# ---- load_store_unit ----
[src/rtl/lsu_pkg.sv]
// Shared types for the load/store unit: FSM states and the store-buffer entry payload.
package lsu_pkg;

    localparam int unsigned LSU_DATA_W = 64;
    localparam int unsigned LSU_ADDR_W = 64;
    localparam int unsigned LSU_RD_W   = 5;

    typedef enum logic [1:0] {
        IDLE     = 2'd0,
        LD_ISSUE = 2'd1,
        DR_WRITE = 2'd2,
        DR_GAP   = 2'd3
    } lsu_state_e;

    typedef struct packed {
        logic [LSU_ADDR_W-1:0] index;
        logic [LSU_DATA_W-1:0] data;
    } sb_entry_t;

endpackage

[src/rtl/lsu_store_buffer.sv]
// In-order store FIFO with a parallel search that returns the youngest entry matching a word index.
module lsu_store_buffer
    import lsu_pkg::*;
#(
    parameter int unsigned DEPTH = 4
) (
    input  logic                  clk,
    input  logic                  rst,
    input  logic                  i_push,
    input  sb_entry_t             i_push_entry,
    input  logic                  i_pop,
    input  logic [LSU_ADDR_W-1:0] i_search_index,
    output logic                  o_hit,
    output logic [LSU_DATA_W-1:0] o_hit_data,
    output sb_entry_t             o_head,
    output logic                  o_full,
    output logic                  o_empty
);

    localparam int unsigned PTR_W = $clog2(DEPTH);
    localparam int unsigned CNT_W = PTR_W + 1;

    logic [CNT_W-1:0] r_wr_ptr;
    logic [CNT_W-1:0] r_rd_ptr;
    logic [CNT_W-1:0] w_count;
    logic [PTR_W-1:0] w_slot;
    sb_entry_t        r_entries [DEPTH];

    assign w_count = r_wr_ptr - r_rd_ptr;
    assign o_empty = (r_wr_ptr == r_rd_ptr);
    assign o_full  = (r_wr_ptr[PTR_W] != r_rd_ptr[PTR_W]) &&
                     (r_wr_ptr[PTR_W-1:0] == r_rd_ptr[PTR_W-1:0]);
    assign o_head  = r_entries[r_rd_ptr[PTR_W-1:0]];

    // Pointer update; the extra MSB distinguishes full from empty.
    always_ff @(posedge clk) begin
        if (rst) begin
            r_wr_ptr <= '0;
            r_rd_ptr <= '0;
        end else begin
            if (i_push && !o_full) begin
                r_wr_ptr <= r_wr_ptr + CNT_W'(1);
            end
            if (i_pop && !o_empty) begin
                r_rd_ptr <= r_rd_ptr + CNT_W'(1);
            end
        end
    end

    always_ff @(posedge clk) begin
        if (i_push && !o_full) begin
            r_entries[r_wr_ptr[PTR_W-1:0]] <= i_push_entry;
        end
    end

    // Walk oldest to youngest so the last match found is the youngest.
    always_comb begin
        o_hit      = 1'b0;
        o_hit_data = '0;
        w_slot     = '0;
        for (int unsigned k = 0; k < DEPTH; k++) begin
            w_slot = r_rd_ptr[PTR_W-1:0] + PTR_W'(k);
            if ((CNT_W'(k) < w_count) && (r_entries[w_slot].index == i_search_index)) begin
                o_hit      = 1'b1;
                o_hit_data = r_entries[w_slot].data;
            end
        end
    end

endmodule

[src/rtl/load_store_unit.sv]
// Memory-stage load/store unit: accepts LDUR/STUR requests, buffers stores with load forwarding,
// and drives Data_Memory with registered single-cycle strobes.
module load_store_unit
    import lsu_pkg::*;
#(
    parameter int unsigned DATA_W     = LSU_DATA_W,
    parameter int unsigned SB_DEPTH   = 4,
    parameter int unsigned ADDR_SHIFT = 3
) (
    input  logic                  clk,
    input  logic                  rst,
    input  logic                  req_valid,
    output logic                  req_ready,
    input  logic                  req_is_store,
    input  logic [LSU_ADDR_W-1:0] req_addr,
    input  logic [DATA_W-1:0]     req_wdata,
    input  logic [LSU_RD_W-1:0]   req_rd,
    output logic                  rsp_valid,
    output logic [DATA_W-1:0]     rsp_rdata,
    output logic [LSU_RD_W-1:0]   rsp_rd,
    output logic                  fault,
    output logic                  sb_empty,
    output logic [LSU_ADDR_W-1:0] mem_Address,
    output logic [DATA_W-1:0]     mem_WriteData,
    output logic                  mem_MemRead,
    output logic                  mem_MemWrite,
    input  logic [DATA_W-1:0]     mem_ReadData
);

    lsu_state_e            r_state,     w_state_nxt;
    logic [LSU_RD_W-1:0]   r_ld_rd,     w_ld_rd_nxt;
    logic                  r_rsp_valid, w_rsp_valid_nxt;
    logic [DATA_W-1:0]     r_rsp_rdata, w_rsp_rdata_nxt;
    logic [LSU_RD_W-1:0]   r_rsp_rd,    w_rsp_rd_nxt;
    logic                  r_fault,     w_fault_nxt;
    logic [LSU_ADDR_W-1:0] r_mem_addr,  w_mem_addr_nxt;
    logic [DATA_W-1:0]     r_mem_wdata, w_mem_wdata_nxt;
    logic                  r_mem_rd,    w_mem_rd_nxt;
    logic                  r_mem_wr,    w_mem_wr_nxt;

    logic                  w_accept;
    logic                  w_misalign;
    logic [LSU_ADDR_W-1:0] w_index;
    logic                  w_push;
    logic                  w_pop;
    logic                  w_sb_full;
    logic                  w_sb_fifo_empty;
    logic                  w_hit;
    logic [LSU_DATA_W-1:0] w_hit_data;
    sb_entry_t             w_head;
    sb_entry_t             w_push_entry;

    assign w_index      = req_addr >> ADDR_SHIFT;
    assign w_misalign   = |req_addr[ADDR_SHIFT-1:0];
    assign req_ready    = (r_state == IDLE) & ~w_sb_full & ~rst;
    assign w_accept     = req_valid & req_ready;
    assign w_push_entry = '{index: w_index, data: LSU_DATA_W'(req_wdata)};

    lsu_store_buffer #(
        .DEPTH (SB_DEPTH)
    ) u_sb (
        .clk            (clk),
        .rst            (rst),
        .i_push         (w_push),
        .i_push_entry   (w_push_entry),
        .i_pop          (w_pop),
        .i_search_index (w_index),
        .o_hit          (w_hit),
        .o_hit_data     (w_hit_data),
        .o_head         (w_head),
        .o_full         (w_sb_full),
        .o_empty        (w_sb_fifo_empty)
    );

    // Next-state and registered-output logic; accepted requests take priority over draining.
    always_comb begin
        w_state_nxt     = r_state;
        w_ld_rd_nxt     = r_ld_rd;
        w_rsp_valid_nxt = 1'b0;
        w_rsp_rdata_nxt = r_rsp_rdata;
        w_rsp_rd_nxt    = r_rsp_rd;
        w_fault_nxt     = 1'b0;
        w_mem_addr_nxt  = r_mem_addr;
        w_mem_wdata_nxt = r_mem_wdata;
        w_mem_rd_nxt    = 1'b0;
        w_mem_wr_nxt    = 1'b0;
        w_push          = 1'b0;
        w_pop           = 1'b0;
        case (r_state)
            IDLE: begin
                if (w_accept) begin
                    if (w_misalign) begin
                        w_fault_nxt = 1'b1;
                        if (!req_is_store) begin
                            w_rsp_valid_nxt = 1'b1;
                            w_rsp_rdata_nxt = '0;
                            w_rsp_rd_nxt    = req_rd;
                        end
                    end else if (req_is_store) begin
                        w_push = 1'b1;
                    end else if (w_hit) begin
                        w_rsp_valid_nxt = 1'b1;
                        w_rsp_rdata_nxt = DATA_W'(w_hit_data);
                        w_rsp_rd_nxt    = req_rd;
                    end else begin
                        w_state_nxt    = LD_ISSUE;
                        w_mem_addr_nxt = w_index;
                        w_mem_rd_nxt   = 1'b1;
                        w_ld_rd_nxt    = req_rd;
                    end
                end else if (!w_sb_fifo_empty) begin
                    w_state_nxt     = DR_WRITE;
                    w_mem_addr_nxt  = w_head.index;
                    w_mem_wdata_nxt = DATA_W'(w_head.data);
                    w_mem_wr_nxt    = 1'b1;
                end
            end
            LD_ISSUE: begin
                w_state_nxt     = IDLE;
                w_rsp_valid_nxt = 1'b1;
                w_rsp_rdata_nxt = mem_ReadData;
                w_rsp_rd_nxt    = r_ld_rd;
            end
            DR_WRITE: begin
                w_state_nxt = DR_GAP;
                w_pop       = 1'b1;
            end
            DR_GAP: begin
                w_state_nxt = IDLE;
            end
            default: begin
                w_state_nxt = IDLE;
            end
        endcase
    end

    always_ff @(posedge clk) begin
        if (rst) begin
            r_state     <= IDLE;
            r_ld_rd     <= '0;
            r_rsp_valid <= 1'b0;
            r_rsp_rdata <= '0;
            r_rsp_rd    <= '0;
            r_fault     <= 1'b0;
            r_mem_addr  <= '0;
            r_mem_wdata <= '0;
            r_mem_rd    <= 1'b0;
            r_mem_wr    <= 1'b0;
        end else begin
            r_state     <= w_state_nxt;
            r_ld_rd     <= w_ld_rd_nxt;
            r_rsp_valid <= w_rsp_valid_nxt;
            r_rsp_rdata <= w_rsp_rdata_nxt;
            r_rsp_rd    <= w_rsp_rd_nxt;
            r_fault     <= w_fault_nxt;
            r_mem_addr  <= w_mem_addr_nxt;
            r_mem_wdata <= w_mem_wdata_nxt;
            r_mem_rd    <= w_mem_rd_nxt;
            r_mem_wr    <= w_mem_wr_nxt;
        end
    end

    assign rsp_valid     = r_rsp_valid;
    assign rsp_rdata     = r_rsp_rdata;
    assign rsp_rd        = r_rsp_rd;
    assign fault         = r_fault;
    assign mem_Address   = r_mem_addr;
    assign mem_WriteData = r_mem_wdata;
    assign mem_MemRead   = r_mem_rd;
    assign mem_MemWrite  = r_mem_wr;
    assign sb_empty      = w_sb_fifo_empty & (r_state != DR_WRITE) & (r_state != DR_GAP);

endmodule

[config.mk]
export PLATFORM = sky130hd
export DESIGN_NAME = load_store_unit
export DESIGN_NICKNAME = d
export VERILOG_FILES = /design/src/rtl/lsu_pkg.sv /design/src/rtl/lsu_store_buffer.sv /design/src/rtl/load_store_unit.sv
export SDC_FILE = /design/constraint.sdc
export NUM_CORES = 2
export LEC_CHECK = 0
export CELL_PAD_IN_SITES_DETAIL_PLACEMENT = 1
export CELL_PAD_IN_SITES_GLOBAL_PLACEMENT = 1
export CORE_MARGIN = 2
export CORE_UTILIZATION = 26
export CTS_CLUSTER_DIAMETER = 60
export CTS_CLUSTER_SIZE = 30
export DETAILED_ROUTE_END_ITERATION = 8
export PLACE_DENSITY = 0.55
export RECOVER_POWER = 50
export SYNTH_ARGS = -nofsm -noshare
export SYNTH_HDL_FRONTEND = slang
export SYNTH_SLANG_ARGS = --single-unit
[constraint.sdc]
create_clock -name clk -period 8.76 [get_ports clk]
set_input_delay 2.628 -clock clk [delete_from_list [all_inputs] [get_ports clk]]
set_output_delay 2.628 -clock clk [all_outputs]
set_load 0.01 [all_outputs]
# ---- tone_nco ----
===== config.mk =====
export PLATFORM = sky130hd
export DESIGN_NAME = tone_nco
export DESIGN_NICKNAME = d
export VERILOG_FILES = /design/src/rtl/tone_pkg.sv /design/src/rtl/sine_quarter_rom.sv /design/src/rtl/tone_nco.sv
export SDC_FILE = /design/constraint.sdc
export NUM_CORES = 1
export LEC_CHECK = 0
export CAP_MARGIN = 30
export CELL_PAD_IN_SITES_DETAIL_PLACEMENT = 1
export CELL_PAD_IN_SITES_GLOBAL_PLACEMENT = 1
export CORE_UTILIZATION = 49
export CTS_CLUSTER_SIZE = 40
export DETAILED_ROUTE_END_ITERATION = 8
export DONT_BUFFER_PORTS = 1
export MAX_ROUTING_LAYER = met4
export PLACE_DENSITY = 0.8
export SLEW_MARGIN = 20
export SYNTH_ARGS = -nofsm -noshare
export SYNTH_HDL_FRONTEND = slang
export SYNTH_SLANG_ARGS = --single-unit
export TNS_END_PERCENT = 20

===== constraint.sdc =====
create_clock -name clk -period 3.8 [get_ports clk]
set_input_delay 0.57 -clock clk [delete_from_list [all_inputs] [get_ports clk]]
set_output_delay 0.57 -clock clk [all_outputs]
set_load 0.05 [all_outputs]

===== src/rtl/tone_pkg.sv =====
// ============================================================================
// Module      : tone_pkg
// Description : Shared widths, pipeline latency and quadrant type for tone_nco.
// Revision    : 1.0 - initial release
// ============================================================================
`default_nettype none

package tone_pkg;

    localparam int BITSIZE_DEF = 16;
    localparam int PHASE_W_DEF = 24;
    localparam int LUT_AW_DEF  = 8;

    // tick cycle to sample_valid, in clk cycles
    localparam int TICK_LAT    = 4;

    typedef enum logic [1:0] {
        Q0 = 2'd0,
        Q1 = 2'd1,
        Q2 = 2'd2,
        Q3 = 2'd3
    } quadrant_t;

endpackage

`default_nettype wire


===== src/rtl/sine_quarter_rom.sv =====
// ============================================================================
// Module      : sine_quarter_rom
// Description : Quarter-wave sine table with a registered read port.
// Revision    : 1.0 - initial release
// ============================================================================
`default_nettype none

module sine_quarter_rom
    import tone_pkg::*;
#(
    parameter int LUT_AW  = LUT_AW_DEF,
    parameter int BITSIZE = BITSIZE_DEF
) (
    input  logic               clk,
    input  logic               rst,
    input  logic [LUT_AW-1:0]  addr,
    output logic [BITSIZE-1:0] data
);

    // Half-LSB phase offset keeps every entry positive and the wave symmetric.
    function automatic logic [BITSIZE-1:0] rom_entry(input int idx);
        real amp;
        real ang;
        amp = real'((2 ** (BITSIZE - 1)) - 1);
        ang = 1.5707963267948966 * (real'(idx) + 0.5) / real'(2 ** LUT_AW);
        return BITSIZE'($rtoi(amp * $sin(ang) + 0.5));
    endfunction

    logic [BITSIZE-1:0] w_table [2 ** LUT_AW];

    for (genvar i = 0; i < 2 ** LUT_AW; i++) begin : g_rom
        assign w_table[i] = rom_entry(i);
    end

    always_ff @(posedge clk or negedge rst) begin
        if (!rst) begin
            data <= '0;
        end else begin
            data <= w_table[addr];
        end
    end

endmodule

`default_nettype wire


===== src/rtl/tone_nco.sv =====
// ============================================================================
// Module      : tone_nco
// Description : LRCLK-paced DDS sine source for the I2S transmitter.
//               Optional linear frequency sweep: define TONE_NCO_SWEEP_EN.
// Revision    : 1.0 - initial release
// ============================================================================
`default_nettype none

module tone_nco
    import tone_pkg::*;
#(
    parameter int BITSIZE = BITSIZE_DEF,
    parameter int PHASE_W = PHASE_W_DEF,
    parameter int LUT_AW  = LUT_AW_DEF
) (
    input  logic                      clk,
    input  logic                      rst,
    input  logic                      lrclk,
    input  logic                      en,
    input  logic [PHASE_W-1:0]        inc,
    input  logic                      phase_clr,
    input  logic [3:0]                atten,
`ifdef TONE_NCO_SWEEP_EN
    input  logic signed [PHASE_W-1:0] sweep_step,
    input  logic [PHASE_W-1:0]        sweep_lim,
`endif
    output logic [BITSIZE-1:0]        left_chan,
    output logic [BITSIZE-1:0]        right_chan,
    output logic                      sample_valid
);

    logic [2:0]                r_lr_sync;
    logic                      w_tick;
    logic [PHASE_W-1:0]        w_inc;
    logic [PHASE_W-1:0]        r_phase;
    logic                      r_clr_pend;
    logic                      r_v0, r_v1, r_v2;
    logic                      r_mute0, r_mute1, r_mute2;
    logic                      r_neg1, r_neg2;
    logic [LUT_AW-1:0]         r_addr;
    logic [BITSIZE-1:0]        w_rom_data;
    quadrant_t                 w_quad;
    logic [LUT_AW-1:0]         w_frac;
    logic signed [BITSIZE-1:0] w_signed;
    logic signed [BITSIZE-1:0] w_shifted;

    // Bits [1:0] synchronise, bit [2] is the previous level for edge detect.
    always_ff @(posedge clk or negedge rst) begin
        if (!rst) begin
            r_lr_sync <= '0;
        end else begin
            r_lr_sync <= {r_lr_sync[1:0], lrclk};
        end
    end

    assign w_tick = r_lr_sync[1] & ~r_lr_sync[2];

`ifdef TONE_NCO_SWEEP_EN
    logic [PHASE_W-1:0]      r_inc_eff;
    logic                    r_inc_load;
    logic signed [PHASE_W+1:0] w_sweep_sum;

    assign w_sweep_sum = $signed({2'b00, r_inc_eff})
                       + $signed({{2{sweep_step[PHASE_W-1]}}, sweep_step});

    always_ff @(posedge clk or negedge rst) begin
        if (!rst) begin
            r_inc_eff  <= '0;
            r_inc_load <= 1'b1;
        end else if (r_inc_load || phase_clr) begin
            r_inc_eff  <= inc;
            r_inc_load <= 1'b0;
        end else if (w_tick && en) begin
            if (w_sweep_sum > $signed({2'b00, sweep_lim}) ||
                w_sweep_sum < $signed({2'b00, inc})) begin
                r_inc_eff <= inc;
            end else begin
                r_inc_eff <= w_sweep_sum[PHASE_W-1:0];
            end
        end
    end

    assign w_inc = r_inc_eff;
`else
    assign w_inc = inc;
`endif

    // S0: phase accumulator; a clear (pending or coincident) beats advance.
    always_ff @(posedge clk or negedge rst) begin
        if (!rst) begin
            r_phase    <= '0;
            r_clr_pend <= 1'b0;
            r_v0       <= 1'b0;
            r_mute0    <= 1'b0;
        end else if (w_tick) begin
            r_v0    <= 1'b1;
            r_mute0 <= ~en;
            if (r_clr_pend || phase_clr) begin
                r_phase    <= '0;
                r_clr_pend <= 1'b0;
            end else if (en) begin
                r_phase <= r_phase + w_inc;
            end
        end else begin
            r_v0 <= 1'b0;
            if (phase_clr) begin
                r_clr_pend <= 1'b1;
            end
        end
    end

    assign w_quad = quadrant_t'(r_phase[PHASE_W-1 -: 2]);
    assign w_frac = r_phase[PHASE_W-3 -: LUT_AW];

    // S1: fold the phase onto the quarter wave.
    always_ff @(posedge clk or negedge rst) begin
        if (!rst) begin
            r_v1    <= 1'b0;
            r_addr  <= '0;
            r_neg1  <= 1'b0;
            r_mute1 <= 1'b0;
        end else begin
            r_v1    <= r_v0;
            r_addr  <= (w_quad == Q1 || w_quad == Q3) ? ~w_frac : w_frac;
            r_neg1  <= (w_quad == Q2 || w_quad == Q3);
            r_mute1 <= r_mute0;
        end
    end

    // S2: registered table read, sideband delayed alongside.
    sine_quarter_rom #(
        .LUT_AW  (LUT_AW),
        .BITSIZE (BITSIZE)
    ) u_rom (
        .clk  (clk),
        .rst  (rst),
        .addr (r_addr),
        .data (w_rom_data)
    );

    always_ff @(posedge clk or negedge rst) begin
        if (!rst) begin
            r_v2    <= 1'b0;
            r_neg2  <= 1'b0;
            r_mute2 <= 1'b0;
        end else begin
            r_v2    <= r_v1;
            r_neg2  <= r_neg1;
            r_mute2 <= r_mute1;
        end
    end

    assign w_signed  = r_neg2 ? -$signed(w_rom_data) : $signed(w_rom_data);
    assign w_shifted = w_signed >>> atten;

    // S3: sign, attenuate, mute; outputs hold between samples.
    always_ff @(posedge clk or negedge rst) begin
        if (!rst) begin
            left_chan    <= '0;
            right_chan   <= '0;
            sample_valid <= 1'b0;
        end else begin
            sample_valid <= r_v2;
            if (r_v2) begin
                left_chan  <= r_mute2 ? '0 : w_shifted;
                right_chan <= r_mute2 ? '0 : w_shifted;
            end
        end
    end

endmodule

`default_nettype wire



==> screenshots <==
Cells coloured by class.
(a)
The bar under the picture is 50 um long. Fill, decap, tap and diode cells in grey.
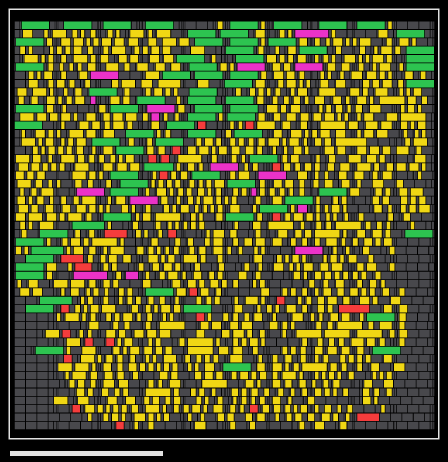
(b)
The bar under the picture is 100 um long. Fill, decap, tap and diode cells in grey.
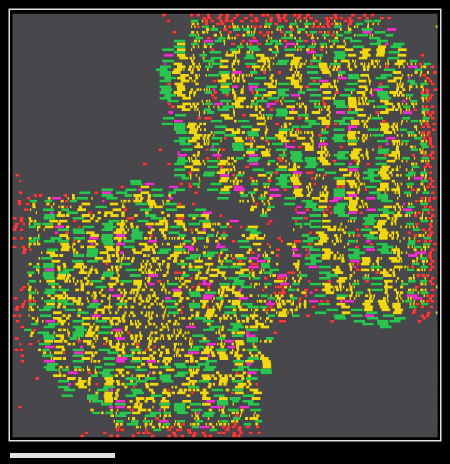
(b) comes from load_store_unit.
(a) comes from tone_nco.

Fig. 1: load_store_unit, signal wires by layer
The bar under the picture is 100 um long.
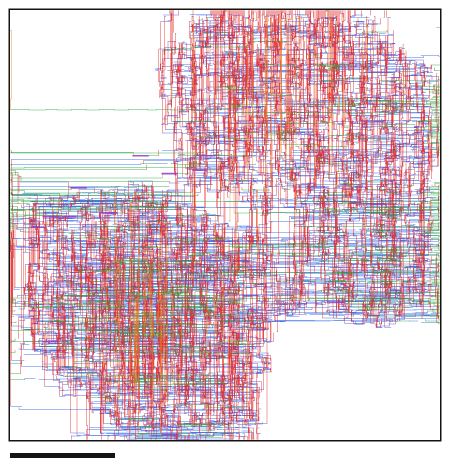
layer	colour	wire length
metal 1	blue	74.7 mm
metal 4	orange	6400 um
metal 5	purple	183 um
metal 2	red	82.0 mm
metal 3	green	15600 um
DR WL/cell: 30.9 um
Total GRT Usage: 0.208

==> impl_metrics.csv, load_store_unit <==
group,metric,value,unit
die,num_io_pins,404,
final_layout,drive_gt1_frac,0.202,
detailed_routing,dr.pass1.iters,7,
outcome,violations,"max-capacitance violations, max-slew violations",
logic_synthesis,synthDistinctLibCells,67,
power_and_ir_drop,leakage,0.0167,uW
sta,slew_viol_final,215,
sta,tns,0,ps
final_layout,syn_to_final_growth,21.7,%
logic_synthesis,ys_warn_count,0,
outcome,status,"finished, violations left",
setup_path,critPathMaxFanout,61,
power_and_ir_drop,clock_power_share,0.494,
placed_design,dpl_cell_area,48600,um^2
placed_design,place_congestion,0.949,
flow_run,max_cap_viol_count,2,
sta,final.setup_skew,63.5,ps
sta,tightestPinTransition,4300,ps
clock_tree,clk_path_buf_depth,3,
[load_store_unit: cell type report]
type,instances,area (um^2),share of cell area
Clock buffer,104,2450,0.0472
Inverter,161,604,0.0116
Timing Repair Buffer,486,4740,0.0913
Clock inverter,63,813,0.0157
Sequential cell,713,19300,0.372
Tap cell,2175,2720,0.0525
Multi-Input combinational cell,2068,21200,0.409
Antenna cell,18,45.0,0.000868
[load_store_unit: critical path, delay by kind of cell]
kind,cells,cell delay [ps]
AOI/OAI and AO/OA,1,560
buffers and inverters,2,970
and+or+nand+nor,1,390
[load_store_unit: sequential cells by signal, summed over array words and instances, names as in the netlist, named ones only]
name            count
u_sb.r_entries    500
mem_WriteData      64
rsp_rdata          64
mem_Address        61
r_ld_rd             5
rsp_rd              5
u_sb.r_rd_ptr       3
u_sb.r_wr_ptr       3
r_state             2
fault               1
mem_MemRead         1
mem_MemWrite        1
rsp_valid           1
[load_store_unit: metal layers]
metal  vias to the layer above  track usage  share of wire
met2                      1427        0.326           0.46
li1                      13600            -              -
met3                       270       0.0545          0.087
met5                         -            0         0.0010
met1                     17300        0.279           0.42
met4                        30       0.0711          0.036
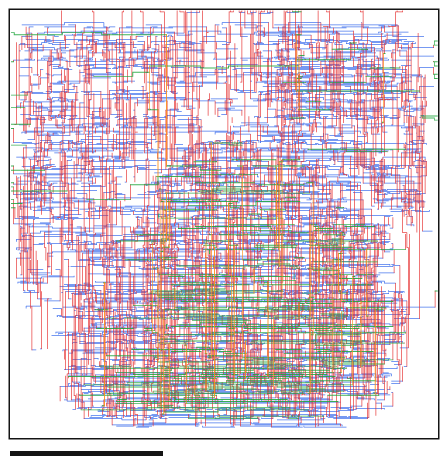
Fig. 2. Signal wires by layer (tone_nco).
The bar under the picture is 50 um long.
layer	colour	wire length
metal 3	green	3840 um
metal 1	blue	15100 um
metal 2	red	15900 um
metal 4	orange	1240 um

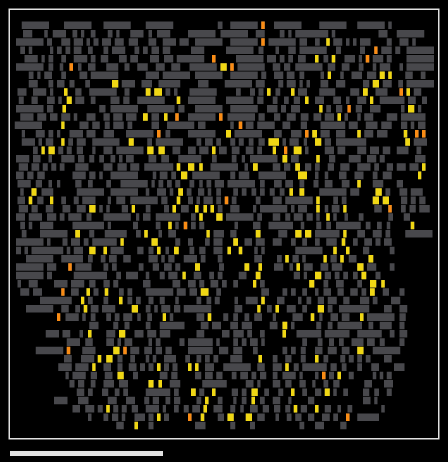
Fig. 3. Gate-type map (tone_nco).
The bar under the picture is 50 um long.
family	colour	cells	where
inverters	orange	28	spread over the die
NOR gates	yellow	166	spread over the die

==> impl_metrics.csv, tone_nco <==
group,metric,value,unit
die,fp_util,0.508,
setup_path,ff2ff_setup_slack,710,ps
power_and_ir_drop,p_int,2560,uW
clock_tree,insertion_delay,350,ps
sta,setup_slack,707,ps
logic_synthesis,synth_top_cell_by_area,"dfrtp_1",
setup_path,worstPathArrival,3300,ps
outcome,status,"completed",
logic_synthesis,yosysSeqAreaShare,0.205,
logic_synthesis,ys_sh_xor,0.0406,
sta,max_freq,323,MHz
logic_synthesis,top_area_frac,0.205,
logic_synthesis,synthDistinctLibCells,74,
detailed_routing,wl,36100,um
logic_synthesis,avgSynthCellArea,7.33,um^2
clock_tree,numCtsBuffers,9,
detailed_routing,ant_nets,0,
setup_path,slowest_stage,"ha_1",
logic_synthesis,yosys.area_share.aoi,0.345,
power_and_ir_drop,powerComb,2760,uW
clock_tree,cts_tree,"done",
logic_synthesis,top_cell,"o21ai_0",
sta,slew_viol_final,0,
final_layout,fin_cells,1395,
placed_design,place_ws,807,ps
power_and_ir_drop,p_per_area,554,nW/um^2
logic_synthesis,muxShareOfSynthArea,0.0728,
power_and_ir_drop,clock_power_share,0.184,
sta,timing.hold.ws,94.9,ps
placed_design,dpl_cell_area,9190,um^2
setup_path,reg2regPathDepth,9,
setup_path,cp-startpoint,"r_addr[1]$_DFF_PN0_",
logic_synthesis,simple_gate_area_frac,0.204,
-- tone_nco: registers in the layout, indices dropped and copies added (netlist names) --
signal	cells
r_addr	8
r_clr_pend	1
r_lr_sync	3
r_mute0	1
r_mute1	1
r_mute2	1
r_neg1	1
r_neg2	1
r_phase	24
r_v0	1
r_v1	1
r_v2	1
right_chan	16
sample_valid	1
u_rom.data	15
-- tone_nco: final cells by class --
class | count | area, um^2
timing repair buffer | 25 | 253
clock inverter | 7 | 97.6
sequential | 76 | 1910
tap | 229 | 287
fill | 2314 | 8710
multi-input combinational | 1021 | 6680
inverter | 28 | 105
clock buffer | 9 | 225
-- tone_nco: per-layer routing --
| layer | up-vias | track usage | part of all wire |
|---|---|---|---|
| li1 | 4486 | - | - |
| met1 | 4972 | 0.505 | 0.42 |
| met2 | 552 | 0.560 | 0.44 |
| met3 | 108 | 0.111 | 0.11 |
| met4 | 0 | 0.137 | 0.034 |
| met5 | - | - | 0 |
-- tone_nco: critical path: cells and delay by family (launching register included) --
kind	cells	cell delay, ps
flip-flops	1	340
multiplexers	2	750
adder cells (fa/ha/maj)	1	640
buffers and inverters	1	340
AND-OR/OR-AND	3	560
AND/OR/NAND/NOR	2	300


## Gallery

Placed standard cells.
shot_01.png
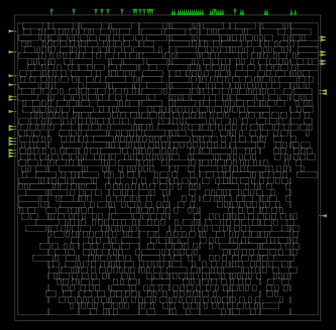
shot_02.png
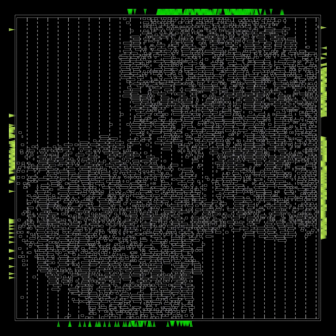
- highest utilization: shot_01.png
tone_nco is shot_01.png.
load_store_unit is shot_02.png.


==> notes/layouts.md <==
Pictures saved along the way, in no particular order.

Signal wires on met4.
image #1
The bar under the picture is 50 um long.
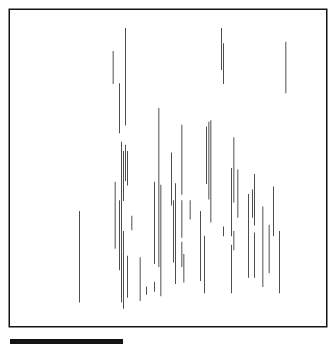
image #2
The bar under the picture is 100 um long.
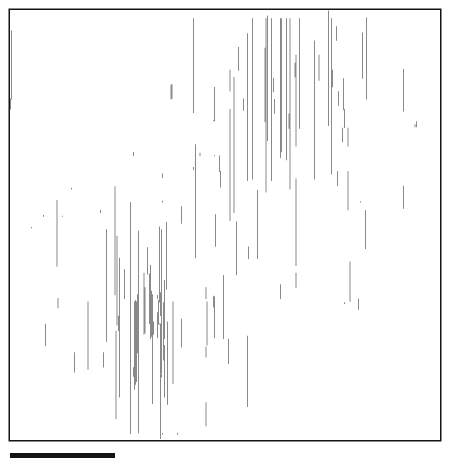
image #2: load_store_unit
image #1: tone_nco

Key to image #2:
nets with wire on the layer	93
share of all routed wire	3.6%

Power figures rest on the tool's default switching activity, not on a simulated workload.
